==================== frame_reader
==> frame_reader/metal_density.png <==
The die is cut into 29 by 29 equal tiles; white is low, dark blue is high, scaled to the fullest tile. Values are wire area over tile area, all layers added.
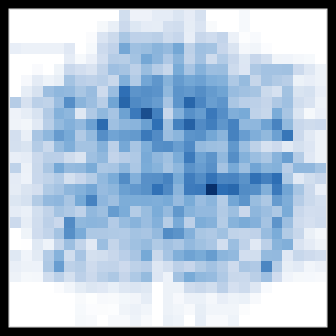

File: config.mk
export PLATFORM = sky130hd
export DESIGN_NAME = frame_reader
export DESIGN_NICKNAME = d
export VERILOG_FILES = /design/src/rtl/frame_reader.sv
export SDC_FILE = /design/constraint.sdc
export NUM_CORES = 1
export LEC_CHECK = 0
export ABC_AREA = 1
export CORE_MARGIN = 5
export CORE_UTILIZATION = 54
export DETAILED_ROUTE_END_ITERATION = 6
export GPL_TIMING_DRIVEN = 0
export HOLD_SLACK_MARGIN = 0.02
export PLACE_DENSITY = 0.81
export RECOVER_POWER = 50
export SYNTH_ARGS = -nofsm -noshare
export SYNTH_HDL_FRONTEND = slang
export SYNTH_SLANG_ARGS = --single-unit
export TNS_END_PERCENT = 1
File: constraint.sdc
create_clock -name clk -period 7.2 [get_ports clk]
set_clock_uncertainty 0.05 [all_clocks]
set_input_delay 1.08 -clock clk [delete_from_list [all_inputs] [get_ports clk]]
set_output_delay 1.08 -clock clk [all_outputs]
set_load 0.02 [all_outputs]
File: src/rtl/frame_reader.sv
// Streams a captured playfield snapshot as MEM_HEIGHT rows, top row first, one cycle after write_mem.
// Rows hold under !row_ready; one pending snapshot (newest wins). `FRAME_READER_FIGURE_EN overlays the figure.
module frame_reader #(
  parameter int WIDTH      = 8,
  parameter int MEM_WIDTH  = 10,
  parameter int MEM_HEIGHT = 20
) (
  input  logic                       clk,
  input  logic                       rst,
  input  logic                       write_mem,
  input  logic [MEM_WIDTH*WIDTH-1:0] new_border,
  input  logic [4*WIDTH-1:0]         new_rho_x,
  input  logic [4*WIDTH-1:0]         new_rho_y,
  output logic [MEM_WIDTH-1:0]       row_data,
  output logic [WIDTH-1:0]           row_idx,
  output logic                       row_valid,
  input  logic                       row_ready,
  output logic                       frame_last,
  output logic                       busy
);

  typedef enum logic {IDLE, SCAN} state_t;

  localparam logic [WIDTH-1:0] TOP = WIDTH'(MEM_HEIGHT - 1);

  function automatic logic [MEM_WIDTH-1:0] f_border(input logic [MEM_WIDTH*WIDTH-1:0] b,
                                                    input logic [WIDTH-1:0] y);
    logic [MEM_WIDTH-1:0] r;
    r = '0;
    for (int x = 0; x < MEM_WIDTH; x++)
      r[x] = (y < b[x*WIDTH +: WIDTH]);
    return r;
  endfunction

  state_t                     r_state;
  logic [MEM_WIDTH*WIDTH-1:0] r_act_border;
  logic [MEM_WIDTH*WIDTH-1:0] r_pend_border;
  logic                       r_pend_vld;
  logic [MEM_WIDTH-1:0]       r_row_data;
  logic [WIDTH-1:0]           r_row_idx;
  logic                       r_row_valid;
  logic                       r_frame_last;

  logic                       w_xfer;
  logic                       w_last;
  logic                       w_start;
  logic [WIDTH-1:0]           w_next_idx;
  logic [MEM_WIDTH*WIDTH-1:0] w_src_border;
  logic [MEM_WIDTH*WIDTH-1:0] w_use_border;
  logic [MEM_WIDTH-1:0]       w_next_row;

  assign w_xfer  = r_row_valid & row_ready;
  assign w_last  = w_xfer & (r_row_idx == '0);
  // A write_mem coinciding with the final transfer beats the older pending snapshot.
  assign w_start = ((r_state == IDLE) & write_mem) | (w_last & (write_mem | r_pend_vld));

  assign w_src_border = write_mem ? new_border : r_pend_border;
  assign w_use_border = w_start ? w_src_border : r_act_border;
  assign w_next_idx   = w_start ? TOP : (r_row_idx - WIDTH'(1));

`ifdef FRAME_READER_FIGURE_EN
  function automatic logic [MEM_WIDTH-1:0] f_fig(input logic [4*WIDTH-1:0] rx,
                                                 input logic [4*WIDTH-1:0] ry,
                                                 input logic [WIDTH-1:0] y);
    logic [MEM_WIDTH-1:0] r;
    r = '0;
    for (int x = 0; x < MEM_WIDTH; x++)
      for (int k = 0; k < 4; k++)
        if ((rx[k*WIDTH +: WIDTH] == WIDTH'(x)) && (ry[k*WIDTH +: WIDTH] == y))
          r[x] = 1'b1;
    return r;
  endfunction

  logic [4*WIDTH-1:0] r_act_rx, r_act_ry, r_pend_rx, r_pend_ry;
  logic [4*WIDTH-1:0] w_use_rx, w_use_ry;

  assign w_use_rx   = w_start ? (write_mem ? new_rho_x : r_pend_rx) : r_act_rx;
  assign w_use_ry   = w_start ? (write_mem ? new_rho_y : r_pend_ry) : r_act_ry;
  assign w_next_row = f_border(w_use_border, w_next_idx) | f_fig(w_use_rx, w_use_ry, w_next_idx);

  always_ff @(posedge clk or posedge rst) begin
    if (rst) begin
      r_act_rx  <= '0;
      r_act_ry  <= '0;
      r_pend_rx <= '0;
      r_pend_ry <= '0;
    end else if (w_start) begin
      r_act_rx <= w_use_rx;
      r_act_ry <= w_use_ry;
    end else if ((r_state == SCAN) && write_mem) begin
      r_pend_rx <= new_rho_x;
      r_pend_ry <= new_rho_y;
    end
  end
`else
  logic w_unused_rho;
  assign w_unused_rho = ^{new_rho_x, new_rho_y};
  assign w_next_row   = f_border(w_use_border, w_next_idx);
`endif

  always_ff @(posedge clk or posedge rst) begin
    if (rst) begin
      r_state       <= IDLE;
      r_act_border  <= '0;
      r_pend_border <= '0;
      r_pend_vld    <= 1'b0;
      r_row_data    <= '0;
      r_row_idx     <= '0;
      r_row_valid   <= 1'b0;
      r_frame_last  <= 1'b0;
    end else begin
      if (w_start) begin
        r_state      <= SCAN;
        r_act_border <= w_use_border;
        r_row_idx    <= TOP;
        r_row_data   <= w_next_row;
        r_row_valid  <= 1'b1;
        r_frame_last <= (TOP == '0);
      end else if (w_last) begin
        r_state      <= IDLE;
        r_row_data   <= '0;
        r_row_valid  <= 1'b0;
        r_frame_last <= 1'b0;
      end else if (w_xfer) begin
        r_row_idx    <= w_next_idx;
        r_row_data   <= w_next_row;
        r_frame_last <= (r_row_idx == WIDTH'(1));
      end

      if (w_start) begin
        r_pend_vld <= 1'b0;
      end else if ((r_state == SCAN) && write_mem) begin
        r_pend_border <= new_border;
        r_pend_vld    <= 1'b1;
      end
    end
  end

  assign row_data   = r_row_data;
  assign row_idx    = r_row_idx;
  assign row_valid  = r_row_valid;
  assign frame_last = r_frame_last;
  assign busy       = (r_state == SCAN) | r_pend_vld;

endmodule

==================== updown_counter_4bit
==> src/rtl/updown_counter_4bit.sv <==
// 4-bit synchronous up/down counter, wraps modulo 2^WIDTH.
// Count direction is chosen by ctrl; rst_n is an active-high synchronous clear.
module updown_counter_4bit #(
  parameter int WIDTH = 4
) (
  input  logic             clk,
  input  logic             rst_n,
  input  logic             ctrl,
  output logic [WIDTH-1:0] cnt
);

  logic [WIDTH-1:0] r_cnt;
  logic [WIDTH-1:0] w_step;

  // +1 or -1 in two's complement; the adder width supplies the wrap
  assign w_step = ctrl ? WIDTH'(1) : {WIDTH{1'b1}};

  always_ff @(posedge clk) begin
    if (rst_n) begin
      r_cnt <= '0;
    end else begin
      r_cnt <= r_cnt + w_step;
    end
  end

  assign cnt = r_cnt;

endmodule

==> config.mk <==
export PLATFORM = sky130hd
export DESIGN_NAME = updown_counter_4bit
export DESIGN_NICKNAME = d
export VERILOG_FILES = /design/src/rtl/updown_counter_4bit.sv
export SDC_FILE = /design/constraint.sdc
export NUM_CORES = 1
export LEC_CHECK = 0
export CAP_MARGIN = 20
export CORE_AREA = 2 2 39 41
export CTS_CLUSTER_SIZE = 25
export DETAILED_ROUTE_END_ITERATION = 16
export DIE_AREA = 0 0 41 43
export SLEW_MARGIN = 20
export SYNTH_ARGS = -nofsm -noshare
export SYNTH_HDL_FRONTEND = slang
export SYNTH_SLANG_ARGS = --single-unit
==> constraint.sdc <==
create_clock -name clk -period 4 [get_ports clk]
set_clock_uncertainty 0.2 [all_clocks]
set_input_delay 0.6 -clock clk [delete_from_list [all_inputs] [get_ports clk]]
set_output_delay 0.6 -clock clk [all_outputs]
set_load 0.005 [all_outputs]
==> updown_counter_4bit/detail.png <==
The bar under the picture is 5 um long. Window x 21 to 41, y 22 to 42 um. Cells in grey, sequential cells in the stronger grey; small squares are vias.
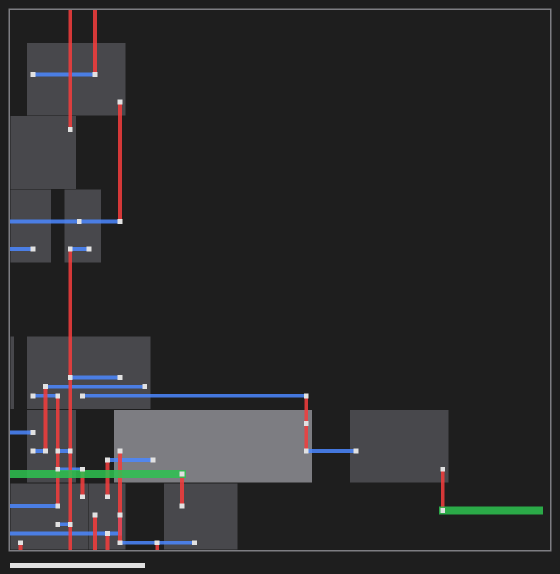
- blue: metal 1
- green: metal 3
- red: metal 2
- netlist names of flops here include: `cnt` (1)
- sequential cells in the window: 1
- cells with their middle in the window: 10
- most frequent: clkdlybuf4s50_1 (3), ha_1 (2)

==> updown_counter_4bit/metal_density.png <==
The die is cut into 8 by 9 equal tiles; white is low, dark blue is high, scaled to the fullest tile. Values are wire area over tile area, all layers added.
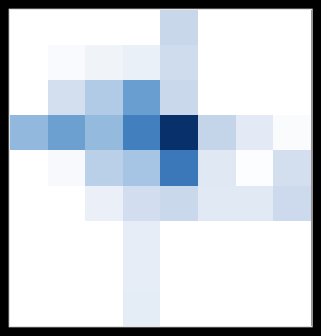
- nearly empty tiles: 56%
- mean over tiles: 0.030
- tiles over half the peak: 6.9%
- densest ninth of the die: centre
- fullest tile: 0.25

==> Flow_metrics.wiki, updown_counter_4bit <==
=== Physical design figures ===
{| class="wikitable"
! Metric !! Value
|-
| Routed len/inst || 7.30 um
|-
| First-pass iteration count of the detailed router || 2
|-
| Clock input transition at the sequential cells of the worst setup and hold paths || 40 ps
|-
| Count of tool warnings || 26
|-
| Worst-case clock buffer depth || 2
|-
| Switch share || 25.4%
|-
| Total Neg Setup Slack || 0 ps
|-
| Global routing met1 resource utilization || 5.19%
|-
| Slew margin rel. || 87.4%
|-
| Antenna violations before repair || 0
|-
| Fraction of layout instances using a drive strength above 1 || 14.8%
|-
| Resized Gates After CTS || 0
|-
| Setup-failing EPs final || 0
|-
| Post-CTS setup buffers || 0
|-
| Biggest area consumer among synthesized cells || dfxtp_1
|-
| Slew at the pin closest to its max-slew limit || 187 ps
|-
| Origin of the worst min-delay path || cnt[0]
|-
| Status || completed
|-
| Crit path max fanout || 3
|-
| Number of nets in the layout || 35
|}
-- updown_counter_4bit: area by class of cell --
class                      count  area, um2
sequential                     4       80.1
inverter                       1       3.75
timing repair buffer           6       60.1
clock buffer                   3       22.5
tap                           16       20.0
fill                         162       1090
multi-input combinational     13        108
-- updown_counter_4bit: cells in the mapped netlist --
cell type	instances
dfxtp_1	4
ha_1	2
nand3_1	2
nor2_1	2
xnor2_1	2
a21o_1	1
a21oi_1	1
a21oi_2	1
fa_1	1
inv_1	1
nor2b_1	1
-- updown_counter_4bit: worst register-to-register path, stage by stage, from the launching register on --
cell	delay, ps
dfxtp_1	300
ha_1	310
a21oi_1	200
nand3_1	120
a21oi_2	140
-- updown_counter_4bit: through the flow --
step	cell area, um2	power, uW
after floorplan	191	79.6
after global placement	272	99.6
after detailed placement	272	100
after CTS	294	152
after global routing	294	160
final	294	147
-- updown_counter_4bit: power by group through the flow --
stage	Combinational, uW	Clock (uW)	Sequential [uW]
finish	45.9	48.2	53.0
global route	51.7	53.5	54.4
CTS	47.0	51.3	53.2
detailed placement	46.3	0	53.9
global placement	45.8	0	53.8
floorplan	25.4	0	54.2
==> frame_reader/congestion.png <==
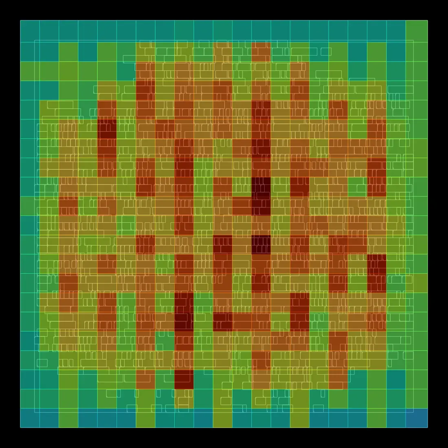
highest-utilization routing layer at the global route stage: met2
global routing met1 resource utilization: 31.3%
met2 track demand over resource in global routing: 39.6%

==> frame_reader/detail.png <==
The bar under the picture is 5 um long. Window x 99 to 119, y 99 to 119 um. Cells in grey, sequential cells in the stronger grey; small squares are vias.
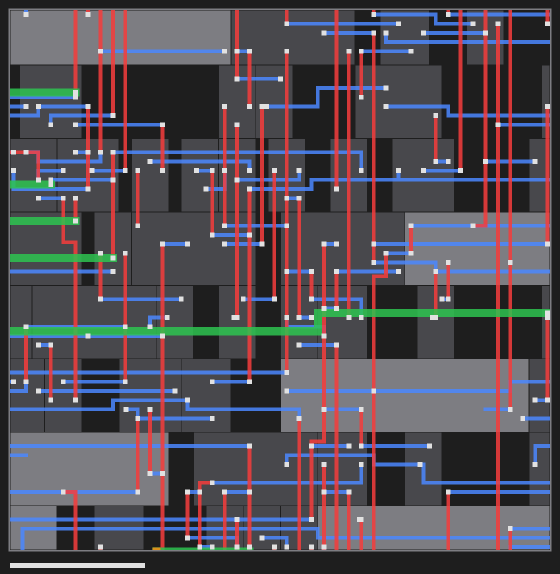
- orange: metal 4
- green: metal 3
- blue: metal 1
- red: metal 2
- cells with their middle in the window: 40
- most frequent: nand2_1 (10), inv_1 (6)
- netlist names of flops here include: `r_act_border` (5)
- sequential cells in the window: 5

## Picture notes: frame_reader/metal_density.png
- densest ninth of the die: centre
- mean over tiles: 0.19
- fullest tile: 0.69
- tiles over half the peak: 15%
- nearly empty tiles: 16%

==> Flow_metrics.wiki, frame_reader <==
=== Physical design figures ===
{| class="wikitable"
! Metric !! Value
|-
| Y dimension of the die || 146 um
|-
| Switch share || 42.4%
|-
| Combined area of the multi-input logic cells || 4480 um2
|-
| Post-DP HPWL || 17.1 mm
|-
| Max-cap violations || 1
|-
| Dominant combinational cell family by area after synthesis || simple AND/OR/NAND/NOR gates
|-
| RSZ-0062 raised after global routing || no
|-
| P&R area growth vs syn || 19.5%
|-
| Max-slew violation count || 59
|-
| Flop count || 181
|-
| Die x size || 146 um
|-
| Post-CTS setup buffers || 0
|-
| Violations in the final reports || capacitance limit, slew limit
|-
| Status || finished, violations left
|-
| Biggest area cells || dfrtp_1 (45%), nand2_1 (11%), ha_1 (9.2%)
|-
| Detailed route wirelength on metal3 || 1.85 mm
|-
| Crit path kind || input port to register
|-
| Area-dominant cell class after layout || registers
|-
| Aoi/oai-family share of the synthesized area || 15.7%
|-
| Via Count || 8,260
|}
[frame_reader: state kept, by name (all words and copies together), names as in the netlist]
signal	cells
frame_last	1
r_pend_border	80
row_idx	8
r_act_border	80
row_data	10
r_pend_vld	1
row_valid	1
[frame_reader: how the worst max path moves through the flow]
stage	startpoint	endpoint	slack (ps)	cells past startpoint
2_1_floorplan	rst	frame_last	1150	1
3_3_place_gp	rst	r_pend_border[10]	-1230	2
3_5_place_dp	write_mem	row_data[0]	2630	14
4_1_cts	write_mem	row_data[0]	3080	14
5_1_grt	write_mem	row_data[6]	2720	14
6_report	write_mem	row_data[0]	2840	14
[frame_reader: cells in the final DEF, fill, tap and decap left out, drive strengths merged, types with 6 or more instances in the layout]
| master | n |
|---|---|
| nand2 | 296 |
| o21ai | 224 |
| clkbuf | 45 |
| clkinvlp | 8 |
| buf | 32 |
| o211a | 6 |
| dlygate4sd3 | 10 |
| inv | 176 |
| mux2 | 10 |
| nand4 | 12 |
| a31oi | 10 |
| dfrtp | 181 |
| ha | 73 |
| or2 | 71 |
| a21oi | 32 |
| clkdlybuf4s50 | 94 |
| nor2 | 35 |


==> gallery <==
The metal 1 layer.
picture 1
The bar under the picture is 50 um long. Cells faint in the background.
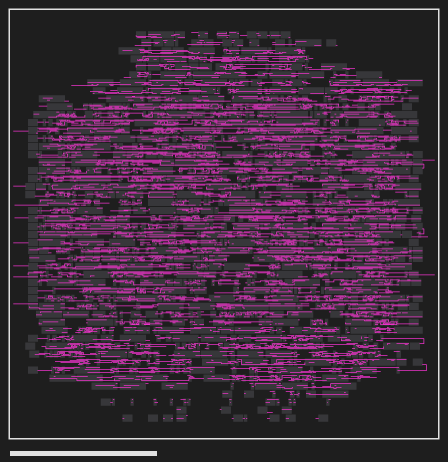
picture 2
The bar under the picture is 10 um long. Cells faint in the background.
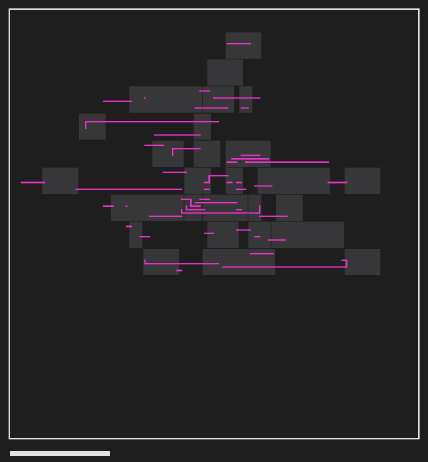
frame_reader -> picture 1
updown_counter_4bit -> picture 2

Power is estimated from default activity; no workload was simulated.
